######## legendre_rom_arbiter_flat ########
### Sequential cells colored by netlist name, legendre_rom_arbiter_flat

Drawn at 3 px/micron. Other sequential cells in the stronger gray, the rest of the logic in the fainter gray.
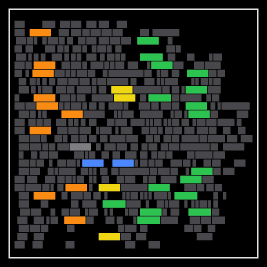
### Metal layers overlaid, legendre_rom_arbiter_flat

Drawn at 4 px/micron.
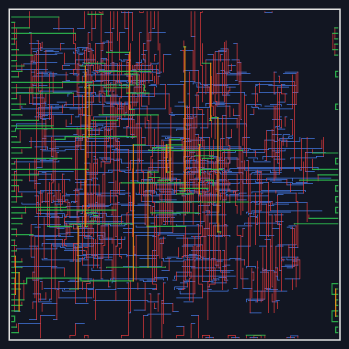
==> src/rtl/legendre_rom_arbiter_if.sv <==
// Requester-side bus of the Legendre ROM arbiter: per-requester address, read and
// urgent flags in one direction, grant and returned ROM data in the other.
interface legendre_rom_arbiter_if #(
    parameter int NUM_REQ = 4
) ();
    logic [10*NUM_REQ-1:0] req_addr;
    logic [NUM_REQ-1:0]    req_rd;
    logic [NUM_REQ-1:0]    req_preempt;
    logic [NUM_REQ-1:0]    req_read_valid;
    logic [NUM_REQ-1:0]    data_valid;
    logic [15:0]           legendre_data;

    // req_rd[i] stays high until req_read_valid[i] grants it in the same cycle; one cycle
    // later data_valid[i] marks legendre_data as requester i's word.
    modport master (
        output req_addr, req_rd, req_preempt,
        input  req_read_valid, data_valid, legendre_data
    );
    modport slave (
        input  req_addr, req_rd, req_preempt,
        output req_read_valid, data_valid, legendre_data
    );
endinterface

==> src/rtl/legendre_rom_arbiter.sv <==
// Arbitrates Legendre-table reads from the Weil PRN generators onto one synchronous ROM,
// with host writes taking absolute priority and aged requests promoted to urgent.
module legendre_rom_arbiter #(
    parameter int NUM_REQ  = 4,
    parameter int MAX_WAIT = 8
) (
    input  logic                  clk,
    input  logic                  rst,
    legendre_rom_arbiter_if.slave bus,
    output logic [9:0]            rom_addr_o,
    output logic                  rom_rd_o,
    input  logic [15:0]           rom_rdata_i,
    input  logic                  host_wr_i,
    input  logic [9:0]            host_addr_i,
    input  logic [15:0]           host_wdata_i,
    output logic                  rom_wr_o,
    output logic [15:0]           rom_wdata_o,
    output logic                  addr_err_o
);
    localparam int PW = (NUM_REQ > 1) ? $clog2(NUM_REQ) : 1;
    localparam int WW = $clog2(MAX_WAIT + 1);
    localparam logic [9:0] ADDR_MAX = 10'd640;

    logic [PW-1:0]      rr_q, rr_d;
    logic [WW-1:0]      wait_q [NUM_REQ];
    logic [WW-1:0]      wait_d [NUM_REQ];
    logic [NUM_REQ-1:0] dv_q;
    logic [9:0]         rom_addr_q;
    logic               addr_err_q, addr_err_d;

    logic [NUM_REQ-1:0] urgent, cand, grant;
    logic               grant_any;
    logic [PW-1:0]      gidx;
    logic [9:0]         gaddr;

    always_comb begin
        int          idx;
        logic [PW-1:0] idx_p;
        idx       = 0;
        idx_p     = '0;
        urgent    = '0;
        grant_any = 1'b0;
        gidx      = '0;
        for (int i = 0; i < NUM_REQ; i++) begin
            urgent[i] = bus.req_rd[i] && (bus.req_preempt[i] || wait_q[i] == WW'(MAX_WAIT));
        end
        // Urgent requests shadow normal ones; host writes and reset block every grant.
        cand = (|urgent) ? urgent : bus.req_rd;
        if (rst || host_wr_i) begin
            cand = '0;
        end
        for (int k = 1; k <= NUM_REQ; k++) begin
            idx   = (int'(rr_q) + k) % NUM_REQ;
            idx_p = PW'(idx);
            if (!grant_any && cand[idx_p]) begin
                grant_any = 1'b1;
                gidx      = idx_p;
            end
        end
        grant = grant_any ? (NUM_REQ'(1) << gidx) : '0;
        gaddr = bus.req_addr[int'(gidx)*10 +: 10];
    end

    always_comb begin
        rom_rd_o = grant_any;
        if (host_wr_i) begin
            rom_addr_o = host_addr_i;
        end else if (grant_any) begin
            rom_addr_o = gaddr;
        end else begin
            rom_addr_o = rom_addr_q;
        end
    end

    always_comb begin
        rr_d       = grant_any ? gidx : rr_q;
        addr_err_d = addr_err_q || (grant_any && gaddr > ADDR_MAX);
        for (int i = 0; i < NUM_REQ; i++) begin
            if (bus.req_rd[i] && !grant[i]) begin
                wait_d[i] = (wait_q[i] == WW'(MAX_WAIT)) ? wait_q[i] : wait_q[i] + 1'b1;
            end else begin
                wait_d[i] = '0;
            end
        end
    end

    always_ff @(posedge clk) begin
        if (rst) begin
            rr_q       <= PW'(NUM_REQ - 1);
            dv_q       <= '0;
            rom_addr_q <= '0;
            addr_err_q <= 1'b0;
            for (int i = 0; i < NUM_REQ; i++) begin
                wait_q[i] <= '0;
            end
        end else begin
            rr_q       <= rr_d;
            dv_q       <= grant;
            rom_addr_q <= rom_addr_o;
            addr_err_q <= addr_err_d;
            for (int i = 0; i < NUM_REQ; i++) begin
                wait_q[i] <= wait_d[i];
            end
        end
    end

    // A grant followed by reset is discarded: its data_valid never reaches the requester.
    assign bus.req_read_valid = grant;
    assign bus.data_valid     = rst ? '0 : dv_q;
    assign bus.legendre_data  = rom_rdata_i;
    assign rom_wr_o           = host_wr_i;
    assign rom_wdata_o        = host_wdata_i;
    assign addr_err_o         = addr_err_q;
endmodule

==> src/flat_wrapper.sv <==
// flat-port wrapper written by rule: the top's interface ports become plain ports
module legendre_rom_arbiter_flat 
#(
    parameter int NUM_REQ  = 4,
    parameter int MAX_WAIT = 8
)
  (clk, rst, rom_addr_o, rom_rd_o, rom_rdata_i, host_wr_i, host_addr_i, host_wdata_i, rom_wr_o, rom_wdata_o, addr_err_o, bus_req_addr, bus_req_rd, bus_req_preempt, bus_req_read_valid, bus_data_valid, bus_legendre_data);
  legendre_rom_arbiter_if #(.NUM_REQ(NUM_REQ)) bus_i ();
  input  logic clk;
  input  logic rst;
  output logic [9:0] rom_addr_o;
  output logic rom_rd_o;
  input  logic [15:0] rom_rdata_i;
  input  logic host_wr_i;
  input  logic [9:0] host_addr_i;
  input  logic [15:0] host_wdata_i;
  output logic rom_wr_o;
  output logic [15:0] rom_wdata_o;
  output logic addr_err_o;
  input wire logic [$bits(bus_i.req_addr)-1:0] bus_req_addr;
  input wire logic [$bits(bus_i.req_rd)-1:0] bus_req_rd;
  input wire logic [$bits(bus_i.req_preempt)-1:0] bus_req_preempt;
  output wire logic [$bits(bus_i.req_read_valid)-1:0] bus_req_read_valid;
  output wire logic [$bits(bus_i.data_valid)-1:0] bus_data_valid;
  output wire logic [$bits(bus_i.legendre_data)-1:0] bus_legendre_data;
  assign bus_i.req_addr = bus_req_addr;
  assign bus_i.req_rd = bus_req_rd;
  assign bus_i.req_preempt = bus_req_preempt;
  assign bus_req_read_valid = bus_i.req_read_valid;
  assign bus_data_valid = bus_i.data_valid;
  assign bus_legendre_data = bus_i.legendre_data;
  legendre_rom_arbiter #(.NUM_REQ(NUM_REQ), .MAX_WAIT(MAX_WAIT)) u_core (.clk(clk), .rst(rst), .bus(bus_i), .rom_addr_o(rom_addr_o), .rom_rd_o(rom_rd_o), .rom_rdata_i(rom_rdata_i), .host_wr_i(host_wr_i), .host_addr_i(host_addr_i), .host_wdata_i(host_wdata_i), .rom_wr_o(rom_wr_o), .rom_wdata_o(rom_wdata_o), .addr_err_o(addr_err_o));
endmodule
==> config.mk <==
export PLATFORM = sky130hd
export DESIGN_NAME = legendre_rom_arbiter_flat
export DESIGN_NICKNAME = d
export VERILOG_FILES = /design/src/rtl/legendre_rom_arbiter_if.sv /design/src/rtl/legendre_rom_arbiter.sv /design/src/flat_wrapper.sv
export SDC_FILE = /design/constraint.sdc
export NUM_CORES = 1
export LEC_CHECK = 0
export CAP_MARGIN = 20
export CORE_UTILIZATION = 38
export DETAILED_ROUTE_END_ITERATION = 6
export PLACE_DENSITY = 0.79
export SLEW_MARGIN = 0
export SYNTH_ARGS = -nofsm -noshare
export SYNTH_HDL_FRONTEND = slang
export SYNTH_SLANG_ARGS = --single-unit
==> constraint.sdc <==
create_clock -name clk -period 4.2 [get_ports clk]
set_clock_uncertainty 0.2 [all_clocks]
set_input_delay 0.84 -clock clk [delete_from_list [all_inputs] [get_ports clk]]
set_output_delay 0.84 -clock clk [all_outputs]
set_load 0.02 [all_outputs]
==> reports/results.env <==
CLKSINKCOUNT=33
NON_CLOCK_BUFFERS_AREA_SHARE=0.3851
SYN_INST=300
CLKCELLAREAFRAC=0.02038
SETUP_WS_PS=-106.5
POSTROUTEWIRELENGTH_MM=7.739
OUTCOME='finished, violations left'
PORT_BUFFERS=81
CELL_INT_POWER_W=0.0006891
WORST_HOLD_PATH.ENDPOINT='u_core.addr_err_o'
COMB_SHARE=0.3916
CTS_TREE='done'
TIMING.CRITICAL_PATH.TO='rom_addr_o[8]'
WORST-R2R-SETUP-SLACK_PS=0
CTS_HOLD_REPAIR.BUFFERS=0
POST_SYNTHESIS_CELL_COUNT_FROM_YOSYS=300
GRT_SETUP_UNREPAIRED='true'
FLOW.AREA_GROWTH_FROM_SYNTHESIS_PCT=65.20
YOSYS_WARNINGS=0
YOSYS.AREA_SHARE.SIMPLE=0.1852
FIRST_GLOBAL_VIAS=2693
MAX_FREQ_GHz=0.2322
GRT_UTIL_ALL_LAYERS=0.2378
SYNTH.CELLMIX.COMPOUNDSHARE=0.2357
FINALSETUPTNS_PS=-693.9
DP_CELLS=471
PATH_DEPTH=11
VIAS=2763
FINAL_LAYOUT_TOP_LOGIC_CELL='sky130_fd_sc_hd__buf_4'
SIGNAL_BUFFERS=169
CLK_PIN_SLEW_PS=70
DRT-WIRELENGTH-PER-CELL_MICRONS=15.32
FLOORPLAN.IO_PINS=146
POST-LAYOUT-TOTAL-POWER_W=0.001009
FAILED_CHECKS='setup timing'
POWER.COMBINATIONAL.FRACTION=0.430
FINALSETUPVIOLATIONS=10
CRIT_PATH_MAX_FANOUT=8
CP.REQUIRED_PS=3160
About 'Sequential cells colored by netlist name' of legendre_rom_arbiter_flat:
| signal | color | flops |
|---|---|---|
| u_core.rr_q | blue | 2 |
| u_core.rom_addr_q | orange | 10 |
| u_core.wait_q | green | 16 |
| u_core.dv_q | yellow | 4 |
not colored: 1
sequential power: 0.000348 W
utilization after layout: 0.6685
Sequential cell area: 668.1 sq um
fraction of area in registers: 0.1649

About 'Metal layers overlaid' of legendre_rom_arbiter_flat:
| layer | color | wire length |
|---|---|---|
| M1 | blue | 2800 microns |
| M3 | green | 691 microns |
| M4 | orange | 275 microns |
| M2 | red | 3970 microns |


######## cpu_clk_ctrl ########
### Clock routing, cpu_clk_ctrl

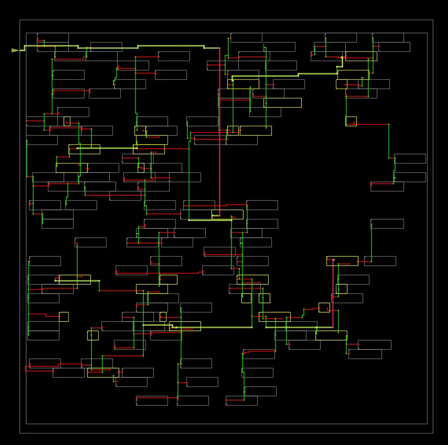
### Sequential cells colored by netlist name, cpu_clk_ctrl

Drawn at 2 px/micron. Other sequential cells in the stronger gray, the rest of the logic in the fainter gray.
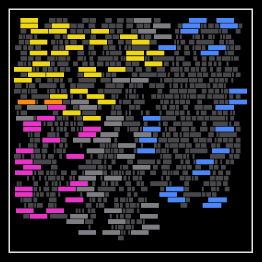
### I/O nets highlighted, cpu_clk_ctrl

Drawn at 4 px/micron.
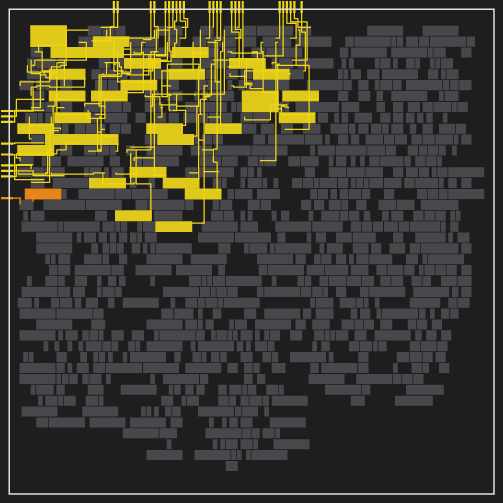
**config.mk**
```make
export PLATFORM = sky130hd
export DESIGN_NAME = cpu_clk_ctrl
export DESIGN_NICKNAME = d
export VERILOG_FILES = /design/src/rtl/cpu_clk_ctrl_pkg.sv /design/src/rtl/cpu_clk_ctrl_debounce.sv /design/src/rtl/cpu_clk_ctrl.sv
export SDC_FILE = /design/constraint.sdc
export NUM_CORES = 1
export LEC_CHECK = 0
export CAP_MARGIN = 0
export CORE_MARGIN = 1.5
export CORE_UTILIZATION = 45
export DETAILED_ROUTE_END_ITERATION = 10
export MAX_ROUTING_LAYER = met4
export PLACE_DENSITY = 0.63
export SLEW_MARGIN = 5
export SYNTH_ARGS = -nofsm -noshare
export SYNTH_HDL_FRONTEND = slang
export SYNTH_SLANG_ARGS = --single-unit
```
**constraint.sdc**
```tcl
create_clock -name clk -period 3.8 [get_ports clk]
set_clock_uncertainty 0.05 [all_clocks]
set_input_delay 0.76 -clock clk [delete_from_list [all_inputs] [get_ports clk]]
set_output_delay 0.76 -clock clk [all_outputs]
set_load 0.01 [all_outputs]
```
**src/rtl/cpu_clk_ctrl_pkg.sv**
```systemverilog
`default_nettype none
// ============================================================================
// Module   : cpu_clk_ctrl_pkg
// Brief    : Shared FSM state encoding, default timing constants (100 MHz
//            board clock) and a small constant helper for cpu_clk_ctrl.
// Revision : 1.0  initial release
// ============================================================================
package cpu_clk_ctrl_pkg;

  // Clock-generator FSM states
  typedef enum logic [1:0] {
    S_STOP = 2'd0,
    S_RUN  = 2'd1,
    S_STEP = 2'd2
  } state_e;

  // 10 ms of stability at 100 MHz before an operator input is believed
  localparam int unsigned DEF_DEB_CYCLES = 32'd1_000_000;

  // Half-periods in board clocks for each Hz-select setting
  localparam int unsigned DEF_DIV0 = 32'd10_000;
  localparam int unsigned DEF_DIV1 = 32'd100_000;
  localparam int unsigned DEF_DIV2 = 32'd1_000_000;
  localparam int unsigned DEF_DIV3 = 32'd10_000_000;

  // Larger of two unsigned values; used to size counters at elaboration
  function automatic int unsigned max_u(input int unsigned a, input int unsigned b);
    return (a > b) ? a : b;
  endfunction

endpackage
`default_nettype wire

```
**src/rtl/cpu_clk_ctrl_debounce.sv**
```systemverilog
`default_nettype none
// ============================================================================
// Module   : cpu_clk_ctrl_debounce
// Brief    : 2-FF synchronizer followed by a stability counter. The debounced
//            output follows the synchronized input only after it has differed
//            for DEB_CYCLES consecutive clocks; any agreeing sample restarts.
// Revision : 1.0  initial release
// ============================================================================
module cpu_clk_ctrl_debounce
  import cpu_clk_ctrl_pkg::*;
#(
  parameter int unsigned DEB_CYCLES = DEF_DEB_CYCLES
) (
  input  logic clk_i,
  input  logic rst_ni,
  input  logic raw_i,
  output logic db_o
);

  // Counter only has to reach DEB_CYCLES-1 before the accept decision
  localparam int unsigned CW = (DEB_CYCLES > 1) ? $clog2(DEB_CYCLES) : 1;
  localparam logic [CW:0] DEB_N = DEB_CYCLES[CW:0];

  logic [1:0]    sync_q;
  logic          stable_q;
  logic [CW-1:0] cnt_q;
  logic [CW:0]   cnt_inc;

  assign cnt_inc = {1'b0, cnt_q} + {{CW{1'b0}}, 1'b1};

  // Synchronize the raw input, then count consecutive disagreeing samples
  always_ff @(posedge clk_i or negedge rst_ni) begin
    if (!rst_ni) begin
      sync_q   <= 2'b00;
      stable_q <= 1'b0;
      cnt_q    <= '0;
    end else begin
      sync_q <= {sync_q[0], raw_i};
      if (sync_q[1] == stable_q) begin
        cnt_q <= '0;
      end else if (cnt_inc >= DEB_N) begin
        stable_q <= sync_q[1];
        cnt_q    <= '0;
      end else begin
        cnt_q <= cnt_inc[CW-1:0];
      end
    end
  end

  assign db_o = stable_q;

endmodule
`default_nettype wire

```
**src/rtl/cpu_clk_ctrl.sv**
```systemverilog
`default_nettype none
// ============================================================================
// Module   : cpu_clk_ctrl
// Brief    : Operator front panel clock source for the CPU. Debounces the Go
//            button and run/step switch, divides the board clock in free-run
//            mode and emits exactly one cpu_clk period per Go press in step
//            mode. cpu_ce marks the board cycle in which cpu_clk rises and
//            step_cnt counts those rising edges.
// Revision : 1.0  initial release
// ============================================================================
module cpu_clk_ctrl
  import cpu_clk_ctrl_pkg::*;
#(
  parameter int unsigned DEB_CYCLES = DEF_DEB_CYCLES,
  parameter int unsigned DIV0       = DEF_DIV0,
  parameter int unsigned DIV1       = DEF_DIV1,
  parameter int unsigned DIV2       = DEF_DIV2,
  parameter int unsigned DIV3       = DEF_DIV3,
  parameter int unsigned STEP_HI    = DIV0
) (
  input  logic        clk,
  input  logic        clr_n,
  input  logic        btn_go,
  input  logic        sw_run,
  input  logic [1:0]  hz,
  output logic        cpu_clk,
  output logic        cpu_ce,
  output logic [31:0] step_cnt
);

  // Phase counter never exceeds the largest half-period minus one
  localparam int unsigned DIV_MAX = max_u(max_u(DIV0, DIV1), max_u(max_u(DIV2, DIV3), STEP_HI));
  localparam int unsigned CNT_W   = (DIV_MAX > 1) ? $clog2(DIV_MAX) : 1;

  localparam logic [CNT_W:0] N0     = DIV0[CNT_W:0];
  localparam logic [CNT_W:0] N1     = DIV1[CNT_W:0];
  localparam logic [CNT_W:0] N2     = DIV2[CNT_W:0];
  localparam logic [CNT_W:0] N3     = DIV3[CNT_W:0];
  localparam logic [CNT_W:0] N_STEP = STEP_HI[CNT_W:0];

  logic [1:0]       rst_sync_q;
  logic             rst_n;
  logic [1:0]       hz_s1_q;
  logic [1:0]       hz_q;
  logic             go_db;
  logic             run_db;
  logic             go_prev_q;
  logic             go_press;
  state_e           state_q;
  logic [CNT_W-1:0] cnt_q;
  logic [CNT_W:0]   cnt_inc;
  logic [CNT_W:0]   n_sel;
  logic             div_hit;
  logic             step_hit;
  logic             rise_d;
  logic             cpu_clk_q;
  logic             cpu_ce_q;
  logic [31:0]      step_cnt_q;
  logic [31:0]      step_cnt_d;

  // Reset asserts immediately, releases two clocks after clr_n rises
  always_ff @(posedge clk or negedge clr_n) begin
    if (!clr_n) begin
      rst_sync_q <= 2'b00;
    end else begin
      rst_sync_q <= {rst_sync_q[0], 1'b1};
    end
  end

  assign rst_n = rst_sync_q[1];

  // Hz select bank is already clean; only metastability protection needed
  always_ff @(posedge clk or negedge rst_n) begin
    if (!rst_n) begin
      hz_s1_q <= 2'b00;
      hz_q    <= 2'b00;
    end else begin
      hz_s1_q <= hz;
      hz_q    <= hz_s1_q;
    end
  end

  cpu_clk_ctrl_debounce #(
    .DEB_CYCLES (DEB_CYCLES)
  ) u_go_db (
    .clk_i  (clk),
    .rst_ni (rst_n),
    .raw_i  (btn_go),
    .db_o   (go_db)
  );

  cpu_clk_ctrl_debounce #(
    .DEB_CYCLES (DEB_CYCLES)
  ) u_run_db (
    .clk_i  (clk),
    .rst_ni (rst_n),
    .raw_i  (sw_run),
    .db_o   (run_db)
  );

  // Remember the debounced button so a press becomes a one-cycle pulse
  always_ff @(posedge clk or negedge rst_n) begin
    if (!rst_n) begin
      go_prev_q <= 1'b0;
    end else begin
      go_prev_q <= go_db;
    end
  end

  assign go_press = go_db & ~go_prev_q;

  // Half-period follows the live Hz select so a change takes effect at once
  always_comb begin
    n_sel = N0;
    unique case (hz_q)
      2'b00:   n_sel = N0;
      2'b01:   n_sel = N1;
      2'b10:   n_sel = N2;
      default: n_sel = N3;
    endcase
  end

  // '>=' rather than '==' so a lowered half-period never forces a wrap
  assign cnt_inc  = {1'b0, cnt_q} + {{CNT_W{1'b0}}, 1'b1};
  assign div_hit  = (cnt_inc >= n_sel);
  assign step_hit = (cnt_inc >= N_STEP);

  // Decide whether cpu_clk goes 0->1 on the coming edge
  always_comb begin
    rise_d = 1'b0;
    unique case (state_q)
      S_STOP:  rise_d = !run_db && go_press;
      S_RUN:   rise_d = run_db && !cpu_clk_q && div_hit;
      default: rise_d = 1'b0;
    endcase
  end

  // Clock generator FSM; a high phase is always allowed to finish
  always_ff @(posedge clk or negedge rst_n) begin
    if (!rst_n) begin
      state_q   <= S_STOP;
      cnt_q     <= '0;
      cpu_clk_q <= 1'b0;
      cpu_ce_q  <= 1'b0;
    end else begin
      cpu_ce_q <= rise_d;
      unique case (state_q)
        S_STOP: begin
          cpu_clk_q <= 1'b0;
          cnt_q     <= '0;
          if (run_db) begin
            state_q <= S_RUN;
          end else if (go_press) begin
            state_q   <= S_STEP;
            cpu_clk_q <= 1'b1;
          end
        end
        S_RUN: begin
          if (!run_db && !cpu_clk_q) begin
            state_q <= S_STOP;
            cnt_q   <= '0;
          end else if (div_hit) begin
            cpu_clk_q <= ~cpu_clk_q;
            cnt_q     <= '0;
            if (!run_db) begin
              state_q <= S_STOP;
            end
          end else begin
            cnt_q <= cnt_inc[CNT_W-1:0];
          end
        end
        S_STEP: begin
          if (step_hit) begin
            cpu_clk_q <= 1'b0;
            cnt_q     <= '0;
            state_q   <= S_STOP;
          end else begin
            cnt_q <= cnt_inc[CNT_W-1:0];
          end
        end
        default: begin
          state_q   <= S_STOP;
          cnt_q     <= '0;
          cpu_clk_q <= 1'b0;
        end
      endcase
    end
  end

  // Edge counter advances together with cpu_ce and wraps naturally
  always_comb begin
    step_cnt_d = step_cnt_q + {31'd0, rise_d};
  end

  // Rising-edge counter register
  always_ff @(posedge clk or negedge rst_n) begin
    if (!rst_n) begin
      step_cnt_q <= 32'd0;
    end else begin
      step_cnt_q <= step_cnt_d;
    end
  end

  assign cpu_clk  = cpu_clk_q;
  assign cpu_ce   = cpu_ce_q;
  assign step_cnt = step_cnt_q;

endmodule
`default_nettype wire

```
==> reports/results.env <==
GRT_PASS1_WL_MM=24.06
CRIT_PATH_MAX_FANOUT=5
GRT_UTIL_ALL_LAYERS=0.2149
GR-MAX-USAGE-LAYER='met2'
CPPEAKSTAGEDELAY_PS=450
YOSYS.AREA_SHARE.SIMPLE=0.2575
WL_MET2_MM=7.518
PATH_DEPTH=22
YOSYS_WARNINGS=0
MET1_USAGE_GRT=0.2567
YOSYS.AREA_SHARE.ADDER=0.05812
DETAIL-ROUTE-ANTENNA-NETS=0
SYNTH-AREA-YOSYS_SQ_UM=6243
POWER.COMBINATIONAL.FRACTION=0.025
TOTAL_SWITCHING_POWER_W=0.0006379
CLKSINKCOUNT=113
FLOORPLAN.NETS=672
FAILED_CHECKS='setup timing'
SYNTH_TOP_CELL_BY_COUNT='sky130_fd_sc_hd__dfrtp_1'
DIE-AREA_SQ_UM=14590
OUTCOME='finished, violations left'
MAXCAPVIOLCOUNT=0
YS_SEQ_ELEMENTS=113
DRT-WIRELENGTH-PER-CELL_MICRONS=14.75
CTS_TREE='done'
PLACER_CONGESTION=0.9009
SETUP_WS_PS=-337.8
FIN_CRIT_SH=1.089
MAX_FREQ_GHz=0.2417
FINALSETUPVIOLATIONS=21
IR_WORST_VDD_mV=0.3467
Notes on 'Clock routing' of cpu_clk_ctrl above:
number of clock buffers in the layout: 18
clock latency at the later pin of the worst-skew pair: 410 ps
number of flip-flops and latches: 113
TritonCTS Buffers: 17

Notes on 'Sequential cells colored by netlist name' of cpu_clk_ctrl above:
| signal | color | flops |
|---|---|---|
| step_cnt | yellow | 32 |
| u_go_db.cnt_q | magenta | 20 |
| cnt_q | blue | 24 |
| u_go_db.sync_q | orange | 2 |
not colored: 35

Notes on 'I/O nets highlighted' of cpu_clk_ctrl above:
| port | color | bits | direction | end cells | buffers | wire |
|---|---|---|---|---|---|---|
| step_cnt | yellow | 32 | output | 32 | 32 | 1450 microns |
| btn_go | orange | 1 | input | 1 | 1 | 5.40 microns |


######## uart_fifo ########
--- src/rtl/uart_fifo.sv ---
// UART with TX/RX FIFOs, runtime parity and stop-bit selection, and sticky line-error flags.
// Characters are DATA_BITS wide and sent LSB first. Each bit lasts bitperiod clocks (minimum 2).
module uart_fifo #(
  parameter int DATA_BITS = 8,
  parameter int TX_AW     = 4,
  parameter int RX_AW     = 4,
  parameter int RATE_W    = 16
) (
  input  logic                 clk,
  input  logic                 arst,
  output logic                 ready,
  input  logic                 wr,
  input  logic [DATA_BITS-1:0] din,
  output logic                 full,
  input  logic                 rd,
  output logic [DATA_BITS-1:0] dout,
  input  logic [RATE_W-1:0]    bitperiod,
  input  logic [1:0]           parity,
  input  logic                 stop2,
  output logic [TX_AW:0]       tx_level,
  output logic [RX_AW:0]       rx_level,
  output logic [2:0]           err,
  input  logic                 err_clr,
  input  logic                 rxd,
  output logic                 txd
);

  localparam int IDX_W = 4;
  localparam logic [IDX_W-1:0] LAST_IDX = IDX_W'(DATA_BITS - 1);

  typedef enum logic [2:0] {TX_IDLE, TX_START, TX_DATA, TX_PAR, TX_STOP} tx_state_t;
  typedef enum logic [2:0] {RX_HUNT, RX_START, RX_DATA, RX_PAR, RX_STOP, RX_BRK} rx_state_t;

  // Divisors below 2 would leave no room for a mid-bit sample point.
  function automatic logic [RATE_W-1:0] eff_period(input logic [RATE_W-1:0] bp);
    return (bp < RATE_W'(2)) ? RATE_W'(2) : bp;
  endfunction

  function automatic logic par_on(input logic [1:0] p);
    return (p == 2'b01) || (p == 2'b10);
  endfunction

  // ---------------- TX FIFO ----------------
  logic [DATA_BITS-1:0] tx_mem_q [2**TX_AW];
  logic [TX_AW-1:0]     tx_wp_q, tx_rp_q;
  logic [TX_AW:0]       tx_lvl_q, tx_lvl_d;
  logic                 tx_push, tx_pop;

  assign ready    = ~tx_lvl_q[TX_AW];
  assign tx_push  = wr & ready;
  assign tx_level = tx_lvl_q;

  // Occupancy update with simultaneous push and pop.
  always_comb tx_lvl_d = tx_lvl_q + (TX_AW+1)'(tx_push) - (TX_AW+1)'(tx_pop);

  // TX storage array; holds data only, so it carries no reset.
  always_ff @(posedge clk) if (tx_push) tx_mem_q[tx_wp_q] <= din;

  // TX pointers and level.
  always_ff @(posedge clk or posedge arst) begin
    if (arst) begin
      tx_wp_q  <= '0;
      tx_rp_q  <= '0;
      tx_lvl_q <= '0;
    end else begin
      if (tx_push) tx_wp_q <= tx_wp_q + TX_AW'(1);
      if (tx_pop)  tx_rp_q <= tx_rp_q + TX_AW'(1);
      tx_lvl_q <= tx_lvl_d;
    end
  end

  // ---------------- TX line FSM ----------------
  tx_state_t            tx_st_q;
  logic [RATE_W-1:0]    tx_cnt_q;
  logic [IDX_W-1:0]     tx_idx_q;
  logic                 tx_paren_q, tx_stop2_q, tx_stp_q, txd_q;
  logic [DATA_BITS-1:0] tx_sh_q;
  logic                 tx_pbit_q;
  logic                 tx_last, tx_line;

  assign tx_last = (tx_cnt_q == '0);
  // Pop in IDLE, or at the very end of the last stop bit for back-to-back frames.
  assign tx_pop  = (tx_lvl_q != '0) &&
                   ((tx_st_q == TX_IDLE) ||
                    ((tx_st_q == TX_STOP) && tx_last && (tx_stp_q || !tx_stop2_q)));
  assign txd     = txd_q;

  // Line level implied by the current state; registered one cycle later into txd.
  always_comb begin
    tx_line = 1'b1;
    case (tx_st_q)
      TX_START: tx_line = 1'b0;
      TX_DATA:  tx_line = tx_sh_q[0];
      TX_PAR:   tx_line = tx_pbit_q;
      default:  tx_line = 1'b1;
    endcase
  end

  // Character shifter and parity bit, loaded at the FIFO pop.
  always_ff @(posedge clk) begin
    if (tx_pop) begin
      tx_sh_q   <= tx_mem_q[tx_rp_q];
      tx_pbit_q <= (^tx_mem_q[tx_rp_q]) ^ (parity == 2'b10);
    end else if ((tx_st_q == TX_DATA) && tx_last) begin
      tx_sh_q <= tx_sh_q >> 1;
    end
  end

  // TX sequencing: bit counter reloads from bitperiod at every bit boundary.
  always_ff @(posedge clk or posedge arst) begin
    if (arst) begin
      tx_st_q    <= TX_IDLE;
      tx_cnt_q   <= '0;
      tx_idx_q   <= '0;
      tx_paren_q <= 1'b0;
      tx_stop2_q <= 1'b0;
      tx_stp_q   <= 1'b0;
      txd_q      <= 1'b1;
    end else begin
      txd_q <= tx_line;
      if (tx_pop) begin
        tx_st_q    <= TX_START;
        tx_cnt_q   <= eff_period(bitperiod) - RATE_W'(1);
        tx_idx_q   <= '0;
        tx_paren_q <= par_on(parity);
        tx_stop2_q <= stop2;
        tx_stp_q   <= 1'b0;
      end else if (tx_st_q != TX_IDLE) begin
        if (!tx_last) begin
          tx_cnt_q <= tx_cnt_q - RATE_W'(1);
        end else begin
          tx_cnt_q <= eff_period(bitperiod) - RATE_W'(1);
          case (tx_st_q)
            TX_START: tx_st_q <= TX_DATA;
            TX_DATA:
              if (tx_idx_q == LAST_IDX) tx_st_q <= tx_paren_q ? TX_PAR : TX_STOP;
              else                      tx_idx_q <= tx_idx_q + IDX_W'(1);
            TX_PAR:   tx_st_q <= TX_STOP;
            TX_STOP:
              if (tx_stop2_q && !tx_stp_q) tx_stp_q <= 1'b1;
              else                         tx_st_q  <= TX_IDLE;
            default:  tx_st_q <= TX_IDLE;
          endcase
        end
      end
    end
  end

  // ---------------- RX line FSM ----------------
  rx_state_t            rx_st_q;
  logic                 rx_s1_q, rx_s2_q, rx_prev_q;
  logic [RATE_W-1:0]    rx_cnt_q, rx_per_q;
  logic [IDX_W-1:0]     rx_idx_q;
  logic [1:0]           rx_par_q;
  logic [DATA_BITS-1:0] rx_sh_q;
  logic                 rx_samp, rx_end, rx_push, rx_ferr, rx_perr;

  assign rx_samp = (rx_cnt_q == (rx_per_q >> 1));
  assign rx_end  = (rx_cnt_q == rx_per_q - RATE_W'(1));
  assign rx_push = (rx_st_q == RX_STOP) && rx_samp;
  assign rx_ferr = rx_push && !rx_s2_q;
  assign rx_perr = (rx_st_q == RX_PAR) && rx_samp &&
                   (((^rx_sh_q) ^ rx_s2_q) != (rx_par_q == 2'b10));

  // Received bits enter at the top so the first bit ends up at bit 0.
  always_ff @(posedge clk) begin
    if ((rx_st_q == RX_DATA) && rx_samp) rx_sh_q <= {rx_s2_q, rx_sh_q[DATA_BITS-1:1]};
  end

  // Synchroniser, start-edge hunt and mid-bit sampling; bit counter counts up from the bit start.
  always_ff @(posedge clk or posedge arst) begin
    if (arst) begin
      rx_s1_q   <= 1'b1;
      rx_s2_q   <= 1'b1;
      rx_prev_q <= 1'b1;
      rx_st_q   <= RX_HUNT;
      rx_cnt_q  <= '0;
      rx_per_q  <= RATE_W'(2);
      rx_idx_q  <= '0;
      rx_par_q  <= 2'b00;
    end else begin
      rx_s1_q   <= rxd;
      rx_s2_q   <= rx_s1_q;
      rx_prev_q <= rx_s2_q;
      case (rx_st_q)
        RX_HUNT:
          if (rx_prev_q && !rx_s2_q) begin
            rx_st_q  <= RX_START;
            rx_cnt_q <= RATE_W'(1);
            rx_per_q <= eff_period(bitperiod);
            rx_par_q <= parity;
            rx_idx_q <= '0;
          end
        RX_START:
          if (rx_samp && rx_s2_q) rx_st_q <= RX_HUNT;
          else if (rx_end) begin
            rx_st_q  <= RX_DATA;
            rx_cnt_q <= '0;
            rx_per_q <= eff_period(bitperiod);
          end else rx_cnt_q <= rx_cnt_q + RATE_W'(1);
        RX_DATA:
          if (rx_end) begin
            rx_cnt_q <= '0;
            rx_per_q <= eff_period(bitperiod);
            if (rx_idx_q == LAST_IDX) rx_st_q <= par_on(rx_par_q) ? RX_PAR : RX_STOP;
            else                      rx_idx_q <= rx_idx_q + IDX_W'(1);
          end else rx_cnt_q <= rx_cnt_q + RATE_W'(1);
        RX_PAR:
          if (rx_end) begin
            rx_st_q  <= RX_STOP;
            rx_cnt_q <= '0;
            rx_per_q <= eff_period(bitperiod);
          end else rx_cnt_q <= rx_cnt_q + RATE_W'(1);
        RX_STOP:
          if (rx_samp) rx_st_q <= rx_s2_q ? RX_HUNT : RX_BRK;
          else         rx_cnt_q <= rx_cnt_q + RATE_W'(1);
        RX_BRK:
          if (rx_s2_q) rx_st_q <= RX_HUNT;
        default: rx_st_q <= RX_HUNT;
      endcase
    end
  end

  // ---------------- RX FIFO and error flags ----------------
  logic [DATA_BITS-1:0] rx_mem_q [2**RX_AW];
  logic [RX_AW-1:0]     rx_wp_q, rx_rp_q;
  logic [RX_AW:0]       rx_lvl_q, rx_lvl_d;
  logic [2:0]           err_q, err_d;
  logic                 rx_pop, rx_wr, rx_ovr;

  assign full     = (rx_lvl_q != '0);
  assign rx_pop   = rd & full;
  // A pop in the same cycle frees the slot the incoming character needs.
  assign rx_wr    = rx_push & (~rx_lvl_q[RX_AW] | rx_pop);
  assign rx_ovr   = rx_push & rx_lvl_q[RX_AW] & ~rx_pop;
  assign dout     = full ? rx_mem_q[rx_rp_q] : '0;
  assign rx_level = rx_lvl_q;
  assign err      = err_q;

  // Level and sticky flags; a fresh error overrides a clear in the same cycle.
  always_comb begin
    rx_lvl_d = rx_lvl_q + (RX_AW+1)'(rx_wr) - (RX_AW+1)'(rx_pop);
    err_d    = (err_clr ? 3'b000 : err_q) | {rx_ovr, rx_perr, rx_ferr};
  end

  // RX storage array; data only, no reset.
  always_ff @(posedge clk) if (rx_wr) rx_mem_q[rx_wp_q] <= rx_sh_q;

  // RX pointers, level and error register.
  always_ff @(posedge clk or posedge arst) begin
    if (arst) begin
      rx_wp_q  <= '0;
      rx_rp_q  <= '0;
      rx_lvl_q <= '0;
      err_q    <= 3'b000;
    end else begin
      if (rx_wr)  rx_wp_q <= rx_wp_q + RX_AW'(1);
      if (rx_pop) rx_rp_q <= rx_rp_q + RX_AW'(1);
      rx_lvl_q <= rx_lvl_d;
      err_q    <= err_d;
    end
  end

endmodule

--- config.mk ---
export PLATFORM = sky130hd
export DESIGN_NAME = uart_fifo
export DESIGN_NICKNAME = d
export VERILOG_FILES = /design/src/rtl/uart_fifo.sv
export SDC_FILE = /design/constraint.sdc
export NUM_CORES = 1
export LEC_CHECK = 0
export ABC_AREA = 1
export CORE_MARGIN = 2
export CORE_UTILIZATION = 44
export DETAILED_ROUTE_END_ITERATION = 10
export PLACE_DENSITY_LB_ADDON = 0.12
export SYNTH_ARGS = -nofsm -noshare
export SYNTH_HDL_FRONTEND = slang
export SYNTH_SLANG_ARGS = --single-unit
--- constraint.sdc ---
create_clock -name clk -period 4.6 [get_ports clk]
set_clock_uncertainty 0.15 [all_clocks]
set_input_delay 0.92 -clock clk [delete_from_list [all_inputs] [get_ports clk]]
set_output_delay 0.92 -clock clk [all_outputs]
set_load 0.05 [all_outputs]
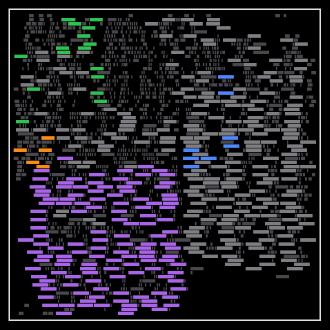
*Sequential cells colored by netlist name, uart_fifo*
Drawn at 1.5 px/micron. Other sequential cells in the stronger gray, the rest of the logic in the fainter gray.
| signal | color | flops |
|---|---|---|
| tx_mem_q | purple | 128 |
| rx_sh_q | blue | 8 |
| rx_per_q | green | 16 |
| tx_level | orange | 5 |
not colored: 216

==> reports/results.env <==
OUTCOME='finished, final reports clean'
FFS_W_ASYNC_S_R_SYNTH=0.2681
CLKCELLAREAFRAC=0.06828
DRIVE_GT1_FRAC=0.08540
CTS-RESIZED-GATES=0
COMBINATIONALPOWER_W=0.00548
POWER.SWITCHING_FRACTION=0.4116
TOOL_WARNINGS=34
MET1_LENGTH_MM=19.43
WL_MET2_MM=18.94
POWER.STATIC_LEAKAGE_nW=8.248
DIE.SIZE.X_MICRONS=206.4
LAYOUT.CELL_AREA.NON_FILLER_SQ_UM=20400
PATH_CLASS='reg2out'
GRT_SETUP_UNREPAIRED='false'
INITIAL_UTILIZATION=0.4433
TIMING.MAX_SLEW.REL_SLACK=0.3862
NETS=1966
POST-LAYOUT-TOTAL-POWER_W=0.01340
ANTENNA_FOUND_INITIAL=0
MOST-COMMON-LAYOUT-CELLS='sky130_fd_sc_hd__nand2_1 (465), sky130_fd_sc_hd__edfxtp_1 (273), sky130_fd_sc_hd__nor2_1 (245)'
TOTAL_GLOBAL_ROUTING_OVERFLOW=0

######## random_point_sampler_flat ########
===== src/rtl/random_point_sampler_if.sv =====
// Bundle for random_point_sampler: raw coordinate stream and exclusion cell in,
// accepted grid point with its valid/ack handshake out.
interface random_point_sampler_if;
   logic [9:0] rand_x;
   logic [8:0] rand_y;
   logic       req;
   logic       ack;
   logic       excl_en;
   logic [9:0] excl_x;
   logic [8:0] excl_y;
   logic [9:0] pt_x;
   logic [8:0] pt_y;
   logic       valid;
   logic       busy;
   logic       fallback;
   logic [3:0] tries;

   modport master (
      output rand_x, rand_y, req, ack, excl_en, excl_x, excl_y,
      input  pt_x, pt_y, valid, busy, fallback, tries
   );

   modport slave (
      input  rand_x, rand_y, req, ack, excl_en, excl_x, excl_y,
      output pt_x, pt_y, valid, busy, fallback, tries
   );
endinterface


===== src/rtl/random_point_sampler.sv =====
// Grid-snapping random point picker: resamples off-screen or excluded candidates,
// falls back to a fixed corner after MAX_TRIES rejections, holds the result until ack.
module random_point_sampler #(
   parameter int unsigned X_MAX      = 640,
   parameter int unsigned Y_MAX      = 480,
   parameter int unsigned GRID_SHIFT = 4,
   parameter int unsigned MAX_TRIES  = 15
) (
   input logic                   clk,
   input logic                   rst,
   random_point_sampler_if.slave bus
);
   typedef enum logic [1:0] {IDLE, SAMPLE, DONE} state_e;

   localparam logic [9:0]  X_MASK   = 10'(~((32'd1 << GRID_SHIFT) - 32'd1));
   localparam logic [8:0]  Y_MASK   = 9'(~((32'd1 << GRID_SHIFT) - 32'd1));
   localparam logic [10:0] X_LIM    = 11'(X_MAX);
   localparam logic [9:0]  Y_LIM    = 10'(Y_MAX);
   localparam logic [9:0]  X_ALT    = 10'(X_MAX - 1) & X_MASK;
   localparam logic [8:0]  Y_ALT    = 9'(Y_MAX - 1) & Y_MASK;
   localparam logic [3:0]  TRY_LAST = 4'(MAX_TRIES - 1);
   localparam logic [3:0]  TRY_MAX  = 4'(MAX_TRIES);

   state_e     state_q;
   logic [9:0] pt_x_q;
   logic [8:0] pt_y_q;
   logic       valid_q;
   logic       busy_q;
   logic       fallback_q;
   logic [3:0] tries_q;

   logic [9:0] cand_x, excl_ax, fb_x;
   logic [8:0] cand_y, excl_ay, fb_y;
   logic       excl_hit, in_range, accept;

   always_comb begin
      cand_x   = bus.rand_x & X_MASK;
      cand_y   = bus.rand_y & Y_MASK;
      excl_ax  = bus.excl_x & X_MASK;
      excl_ay  = bus.excl_y & Y_MASK;
      in_range = ({1'b0, cand_x} < X_LIM) && ({1'b0, cand_y} < Y_LIM);
      excl_hit = bus.excl_en && (cand_x == excl_ax) && (cand_y == excl_ay);
      accept   = in_range && !excl_hit;
      // Origin is the fallback unless the exclusion cell itself sits at the origin.
      if (bus.excl_en && excl_ax == '0 && excl_ay == '0) begin
         fb_x = X_ALT;
         fb_y = Y_ALT;
      end else begin
         fb_x = '0;
         fb_y = '0;
      end
   end

   always_ff @(posedge clk or posedge rst) begin
      if (rst) begin
         state_q    <= IDLE;
         pt_x_q     <= '0;
         pt_y_q     <= '0;
         valid_q    <= 1'b0;
         busy_q     <= 1'b0;
         fallback_q <= 1'b0;
         tries_q    <= '0;
      end else begin
         case (state_q)
            IDLE: begin
               if (bus.req) begin
                  state_q    <= SAMPLE;
                  busy_q     <= 1'b1;
                  tries_q    <= '0;
                  fallback_q <= 1'b0;
               end
            end
            SAMPLE: begin
               if (accept) begin
                  pt_x_q  <= cand_x;
                  pt_y_q  <= cand_y;
                  state_q <= DONE;
                  valid_q <= 1'b1;
               end else if (tries_q >= TRY_LAST) begin
                  pt_x_q     <= fb_x;
                  pt_y_q     <= fb_y;
                  tries_q    <= TRY_MAX;
                  fallback_q <= 1'b1;
                  state_q    <= DONE;
                  valid_q    <= 1'b1;
               end else begin
                  tries_q <= tries_q + 4'd1;
               end
            end
            DONE: begin
               if (bus.ack) begin
                  state_q <= IDLE;
                  valid_q <= 1'b0;
                  busy_q  <= 1'b0;
               end
            end
            default: begin
               state_q <= IDLE;
               valid_q <= 1'b0;
               busy_q  <= 1'b0;
            end
         endcase
      end
   end

   assign bus.pt_x     = pt_x_q;
   assign bus.pt_y     = pt_y_q;
   assign bus.valid    = valid_q;
   assign bus.busy     = busy_q;
   assign bus.fallback = fallback_q;
   assign bus.tries    = tries_q;
endmodule

===== src/flat_wrapper.sv =====
// flat-port wrapper written by rule: the top's interface ports become plain ports
module random_point_sampler_flat 
#(
   parameter int unsigned X_MAX      = 640,
   parameter int unsigned Y_MAX      = 480,
   parameter int unsigned GRID_SHIFT = 4,
   parameter int unsigned MAX_TRIES  = 15
)
  (clk, rst, bus_rand_x, bus_rand_y, bus_req, bus_ack, bus_excl_en, bus_excl_x, bus_excl_y, bus_pt_x, bus_pt_y, bus_valid, bus_busy, bus_fallback, bus_tries);
  random_point_sampler_if bus_i ();
  input logic clk;
  input logic rst;
  input wire logic [$bits(bus_i.rand_x)-1:0] bus_rand_x;
  input wire logic [$bits(bus_i.rand_y)-1:0] bus_rand_y;
  input wire logic [$bits(bus_i.req)-1:0] bus_req;
  input wire logic [$bits(bus_i.ack)-1:0] bus_ack;
  input wire logic [$bits(bus_i.excl_en)-1:0] bus_excl_en;
  input wire logic [$bits(bus_i.excl_x)-1:0] bus_excl_x;
  input wire logic [$bits(bus_i.excl_y)-1:0] bus_excl_y;
  output wire logic [$bits(bus_i.pt_x)-1:0] bus_pt_x;
  output wire logic [$bits(bus_i.pt_y)-1:0] bus_pt_y;
  output wire logic [$bits(bus_i.valid)-1:0] bus_valid;
  output wire logic [$bits(bus_i.busy)-1:0] bus_busy;
  output wire logic [$bits(bus_i.fallback)-1:0] bus_fallback;
  output wire logic [$bits(bus_i.tries)-1:0] bus_tries;
  assign bus_i.rand_x = bus_rand_x;
  assign bus_i.rand_y = bus_rand_y;
  assign bus_i.req = bus_req;
  assign bus_i.ack = bus_ack;
  assign bus_i.excl_en = bus_excl_en;
  assign bus_i.excl_x = bus_excl_x;
  assign bus_i.excl_y = bus_excl_y;
  assign bus_pt_x = bus_i.pt_x;
  assign bus_pt_y = bus_i.pt_y;
  assign bus_valid = bus_i.valid;
  assign bus_busy = bus_i.busy;
  assign bus_fallback = bus_i.fallback;
  assign bus_tries = bus_i.tries;
  random_point_sampler #(.X_MAX(X_MAX), .Y_MAX(Y_MAX), .GRID_SHIFT(GRID_SHIFT), .MAX_TRIES(MAX_TRIES)) u_core (.clk(clk), .rst(rst), .bus(bus_i));
endmodule

===== config.mk =====
export PLATFORM = sky130hd
export DESIGN_NAME = random_point_sampler_flat
export DESIGN_NICKNAME = d
export VERILOG_FILES = /design/src/rtl/random_point_sampler_if.sv /design/src/rtl/random_point_sampler.sv /design/src/flat_wrapper.sv
export SDC_FILE = /design/constraint.sdc
export NUM_CORES = 1
export LEC_CHECK = 0
export CORE_AREA = 2 2 57 59
export CTS_CLUSTER_DIAMETER = 100
export DETAILED_ROUTE_END_ITERATION = 6
export DIE_AREA = 0 0 59 61
export PLACE_DENSITY = 0.87
export REMOVE_ABC_BUFFERS = 1
export SLEW_MARGIN = 20
export SYNTH_ARGS = -nofsm -noshare
export SYNTH_HDL_FRONTEND = slang
export SYNTH_SLANG_ARGS = --single-unit
export TNS_END_PERCENT = 10

===== constraint.sdc =====
create_clock -name clk -period 4.44 [get_ports clk]
set_input_delay 0.444 -clock clk [delete_from_list [all_inputs] [get_ports clk]]
set_output_delay 0.444 -clock clk [all_outputs]
set_load 0.01 [all_outputs]

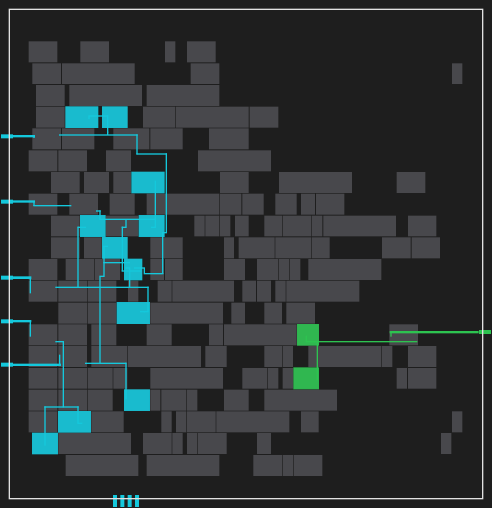
*I/O nets highlighted, random_point_sampler_flat*
Drawn at 8 px/micron.
| port | color | bits | direction | end cells | buffers | wire |
|---|---|---|---|---|---|---|
| bus_rand_y | cyan | 9 | input | 11 | 5 | 165 microns |
| bus_req | green | 1 | input | 2 | 1 | 30.6 microns |

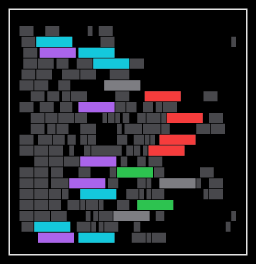
*Sequential cells colored by netlist name, random_point_sampler_flat*
Drawn at 4 px/micron. Other sequential cells in the stronger gray, the rest of the logic in the fainter gray.
| signal | color | flops |
|---|---|---|
| u_core.bus.tries | red | 4 |
| u_core.bus.pt_x | cyan | 6 |
| u_core.state_q | green | 2 |
| u_core.bus.pt_y | purple | 5 |
not colored: 3
utilization after layout: 0.5525
Sequential cell area: 500.5 sq um
sequential power: 0.000313 W
fraction of area in registers: 0.3067

==> reports/results.env <==
PLACEABLECOREAREA_SQ_UM=2953
NON_CLOCK_BUFFERS_AREA_SHARE=0.2699
TOTAL_SWITCHING_POWER_W=0.0002784
FIN_CRIT_PS=2049
DRIVE_GT1_FRAC=0.09150
MOST-COMMON-LAYOUT-CELLS='sky130_fd_sc_hd__clkdlybuf4s50_1 (44), sky130_fd_sc_hd__dfrtp_1 (20), sky130_fd_sc_hd__inv_1 (8), sky130_fd_sc_hd__xor2_1 (8), sky130_fd_sc_hd__conb_1 (8)'
DIE-AREA_SQ_UM=3599
COMB_AREA_SQ_UM=583.1
FINAL_LAYOUT_TOP_LOGIC_CELL='sky130_fd_sc_hd__clkdlybuf4s50_1'
FINALSETUPTNS_PS=0
DP_CELLS=182
SYNTH.CELLMIX.COMPOUNDSHARE=0.2192
NUMBER_OF_CLOCK_BUFFERS_IN_THE_LAYOUT=4
CP.REQUIRED_PS=4680
CRIT_PATH_END_KIND='flop'
PRE_CTS_WS_PS=2083
COMB_SHARE=0.3574
OUTCOME='finished, final reports clean'
GRT_UTIL_MET2=0.2698
WL_MET2_MM=1.259
PATH_CLASS='in2reg'
MAXCAPVIOLCOUNT=0
MAX_FREQ_GHz=0.4881

######## hazard_ctrl ########
### src/rtl/cpu_pkg.sv
// cpu_pkg: definitions shared by the pipeline control blocks.
//   mdState_t  : state of the shared multiply/divide unit sequencer
//   REG_W_DEF  : default register-index width of the pipeline fields
//   NOP_INSTR  : instruction word loaded into IF/ID on a flush
package cpu_pkg;

  typedef enum logic {
    MD_IDLE = 1'b0,
    MD_BUSY = 1'b1
  } mdState_t;

  localparam int REG_W_DEF = 6;

  // sll $0,$0,0 -- the canonical all-zero NOP
  localparam logic [31:0] NOP_INSTR = 32'h0000_0000;

endpackage

### src/rtl/sat_counter.sv
// sat_counter: event counter that sticks at all-ones instead of wrapping.
//   clk_i  : clock, rising edge
//   rst_i  : asynchronous reset, active-high (count -> 0)
//   inc    : count one event this cycle
//   clr    : synchronous clear, wins over inc
//   count  : current value
module sat_counter #(
  parameter int CNT_W = 16
) (
  input  logic             clk_i,
  input  logic             rst_i,
  input  logic             inc,
  input  logic             clr,
  output logic [CNT_W-1:0] count
);

  always_ff @(posedge clk_i or posedge rst_i) begin
    if (rst_i) begin
      count <= '0;
    end else if (clr) begin
      count <= '0;
    end else if (inc && (count != '1)) begin
      count <= count + 1'b1;
    end
  end

endmodule

### src/rtl/hazard_ctrl.sv
// hazard_ctrl: per-cycle sequencing of PC and IF/ID for the 5-stage pipeline.
// Detects load-use hazards, flushes on branches taken in EX, and issues /
// tracks the shared multi-cycle multiply/divide unit.
//   clk_i, rst_i         : clock (rising) and asynchronous active-high reset
//   Id_RegRs/Id_RegRt    : source register indices of the instruction in ID
//   Id_useRt             : ID instruction actually reads rt
//   Id_mdOp/Id_hiloRead  : ID instruction is mult/div, or mfhi/mflo
//   Ex_memRead/Ex_RegRt  : EX instruction is a load and its destination
//   Ex_branchTaken       : branch/jump in EX resolved taken
//   cnt_clr_i            : clear both performance counters
//   pcWrite/ifidWrite    : register enables
//   ifidFlush/idexFlush  : load NOP into IF/ID, bubble into ID/EX
//   md_start/md_busy     : MD issue pulse and busy indication
//   stall_cnt/flush_cnt  : saturating event counters
module hazard_ctrl
  import cpu_pkg::*;
#(
  parameter int REG_W  = REG_W_DEF,
  parameter int MD_LAT = 32,
  parameter int CNT_W  = 16
) (
  input  logic             clk_i,
  input  logic             rst_i,
  input  logic [REG_W-1:0] Id_RegRs,
  input  logic [REG_W-1:0] Id_RegRt,
  input  logic             Id_useRt,
  input  logic             Id_mdOp,
  input  logic             Id_hiloRead,
  input  logic             Ex_memRead,
  input  logic [REG_W-1:0] Ex_RegRt,
  input  logic             Ex_branchTaken,
  input  logic             cnt_clr_i,
  output logic             pcWrite,
  output logic             ifidWrite,
  output logic             ifidFlush,
  output logic             idexFlush,
  output logic             md_start,
  output logic             md_busy,
  output logic [CNT_W-1:0] stall_cnt,
  output logic [CNT_W-1:0] flush_cnt
);

  // Busy countdown is loaded with MD_LAT-1 so BUSY lasts exactly MD_LAT cycles.
  localparam logic [7:0] MD_LAT_M1 = 8'(MD_LAT - 1);

  mdState_t   stateReg, stateNext;
  logic [7:0] cntReg, cntNext;

  logic loadUse;
  logic mdHazard;
  logic stall;

  // $0 is hard-wired zero, so a load targeting it never creates a dependence.
  assign loadUse = Ex_memRead && (Ex_RegRt != '0) &&
                   ((Ex_RegRt == Id_RegRs) || (Id_useRt && (Ex_RegRt == Id_RegRt)));

  assign md_busy  = (stateReg == MD_BUSY);
  assign mdHazard = md_busy && (Id_mdOp || Id_hiloRead);

  // A taken branch kills the ID instruction, so its hazards are irrelevant.
  assign stall = (loadUse || mdHazard) && !Ex_branchTaken;

  assign md_start = Id_mdOp && !stall && !Ex_branchTaken && (stateReg == MD_IDLE);

  always_comb begin
    pcWrite   = 1'b1;
    ifidWrite = 1'b1;
    ifidFlush = 1'b0;
    idexFlush = 1'b0;
    if (Ex_branchTaken) begin
      ifidFlush = 1'b1;
      idexFlush = 1'b1;
    end else if (stall) begin
      pcWrite   = 1'b0;
      ifidWrite = 1'b0;
      idexFlush = 1'b1;
    end
  end

  // MD sequencer. A branch flush does not touch it: the op already issued
  // is older than the branch and must complete.
  always_ff @(posedge clk_i or posedge rst_i) begin
    if (rst_i) begin
      stateReg <= MD_IDLE;
      cntReg   <= '0;
    end else begin
      stateReg <= stateNext;
      cntReg   <= cntNext;
    end
  end

  always_comb begin
    stateNext = stateReg;
    cntNext   = cntReg;
    case (stateReg)
      MD_IDLE: begin
        if (md_start) begin
          stateNext = MD_BUSY;
          cntNext   = MD_LAT_M1;
        end
      end
      MD_BUSY: begin
        if (cntReg == 8'd0) begin
          stateNext = MD_IDLE;
        end else begin
          cntNext = cntReg - 8'd1;
        end
      end
      default: begin
        stateNext = MD_IDLE;
        cntNext   = '0;
      end
    endcase
  end

  sat_counter #(.CNT_W(CNT_W)) stallCounter (
    .clk_i (clk_i),
    .rst_i (rst_i),
    .inc   (stall),
    .clr   (cnt_clr_i),
    .count (stall_cnt)
  );

  sat_counter #(.CNT_W(CNT_W)) flushCounter (
    .clk_i (clk_i),
    .rst_i (rst_i),
    .inc   (Ex_branchTaken),
    .clr   (cnt_clr_i),
    .count (flush_cnt)
  );

endmodule

### config.mk
export PLATFORM = sky130hd
export DESIGN_NAME = hazard_ctrl
export DESIGN_NICKNAME = d
export VERILOG_FILES = /design/src/rtl/cpu_pkg.sv /design/src/rtl/sat_counter.sv /design/src/rtl/hazard_ctrl.sv
export SDC_FILE = /design/constraint.sdc
export NUM_CORES = 1
export LEC_CHECK = 0
export CORE_MARGIN = 4
export CORE_UTILIZATION = 54
export DETAILED_ROUTE_END_ITERATION = 8
export PLACE_DENSITY_LB_ADDON = 0.3
export SETUP_SLACK_MARGIN = 0.1
export SYNTH_ARGS = -nofsm -noshare
export SYNTH_HDL_FRONTEND = slang
export SYNTH_HIERARCHICAL = 1
export SYNTH_SLANG_ARGS = --single-unit
### constraint.sdc
create_clock -name clk_i -period 4.4 [get_ports clk_i]
set_input_delay 0.66 -clock clk_i [delete_from_list [all_inputs] [get_ports clk_i]]
set_output_delay 0.66 -clock clk_i [all_outputs]
set_load 0.02 [all_outputs]
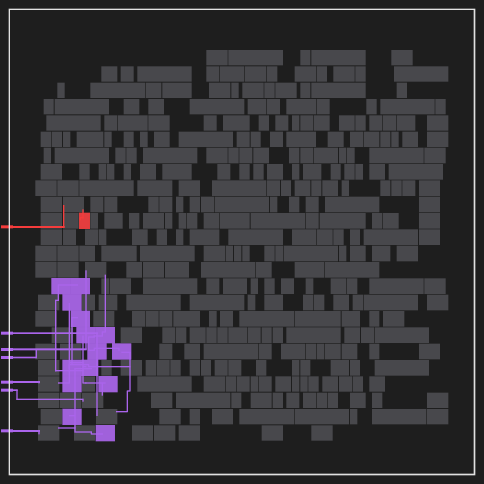
*I/O nets highlighted, hazard_ctrl*
Drawn at 6 px/micron.
| port | color | bits | direction | end cells | buffers | wire |
|---|---|---|---|---|---|---|
| Id_hiloRead | red | 1 | input | 1 | 1 | 14.2 microns |
| Ex_RegRt | purple | 6 | input | 14 | 6 | 212 microns |
I/O pins: 64
number of input and output port buffers inserted: 63

==> reports/results.env <==
WL_MET3_MICRONS=435
NMULTIINPUTCOMBCELLS=220
GRT_PASS1_WL_MM=10.11
PLACEABLECOREAREA_SQ_UM=4504
DIODES=0
CRIT_PATH_START='Ex_RegRt[0]'
REG2REG_FROM='md_busy'
SYN_INST=285
YOSYS.AREA_SHARE.ADDER=0.01447
NUMCTSBUFFERS=5
CRIT_PATH_END_KIND='output port'
YS_SEQ_ELEMENTS=41
IR_WORST_VDD_mV=0.2757
SYNTH_TOP_CELL_BY_COUNT='sky130_fd_sc_hd__dfrtp_1'
CLKCELLAREAFRAC=0.03037
DRT-WIRELENGTH-PER-CELL_MICRONS=15.39
DRT-INITIAL-DRC-COUNT=144
POSTROUTEWIRELENGTH_MM=6.139
R2R_END='stallCounter/count[13]'
NON_CLOCK_BUFFERS_AREA_SHARE=0.1935
NUMBER_OF_NON_CLOCK_INVERTERS_IN_THE_LAYOUT=13
CP.REQUIRED_PS=3740
CLK_PIN_SLEW_PS=90
FINALSETUPTNS_PS=0
OUTCOME='finished, final reports clean'


==> screenshots <==
Selected gate families.
shot_01.png
Drawn at 3 px/micron.
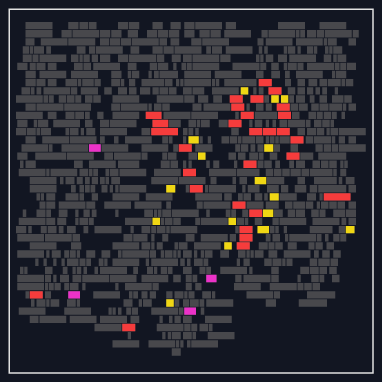
shot_02.png
Drawn at 6 px/micron.
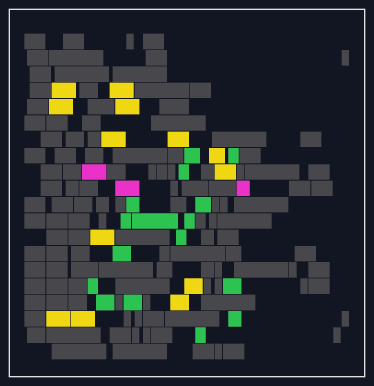
shot_03.png
Drawn at 4 px/micron.
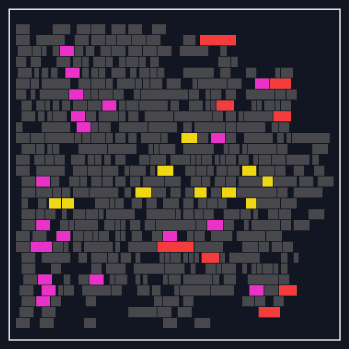
shot_04.png
Drawn at 2 px/micron.
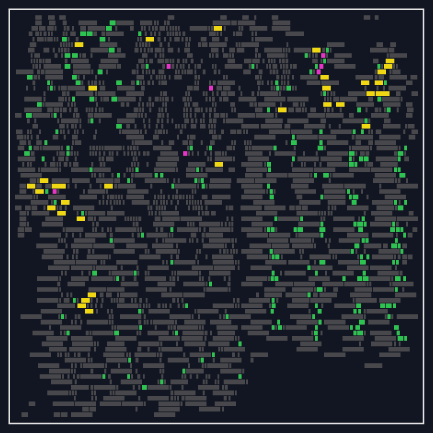
shot_04.png -> uart_fifo
shot_01.png -> cpu_clk_ctrl
shot_02.png -> random_point_sampler_flat
shot_03.png -> legendre_rom_arbiter_flat
The one with the most cells is shot_04.png.
The one with the smallest die is shot_02.png.

Power is estimated from default activity; no workload was simulated.
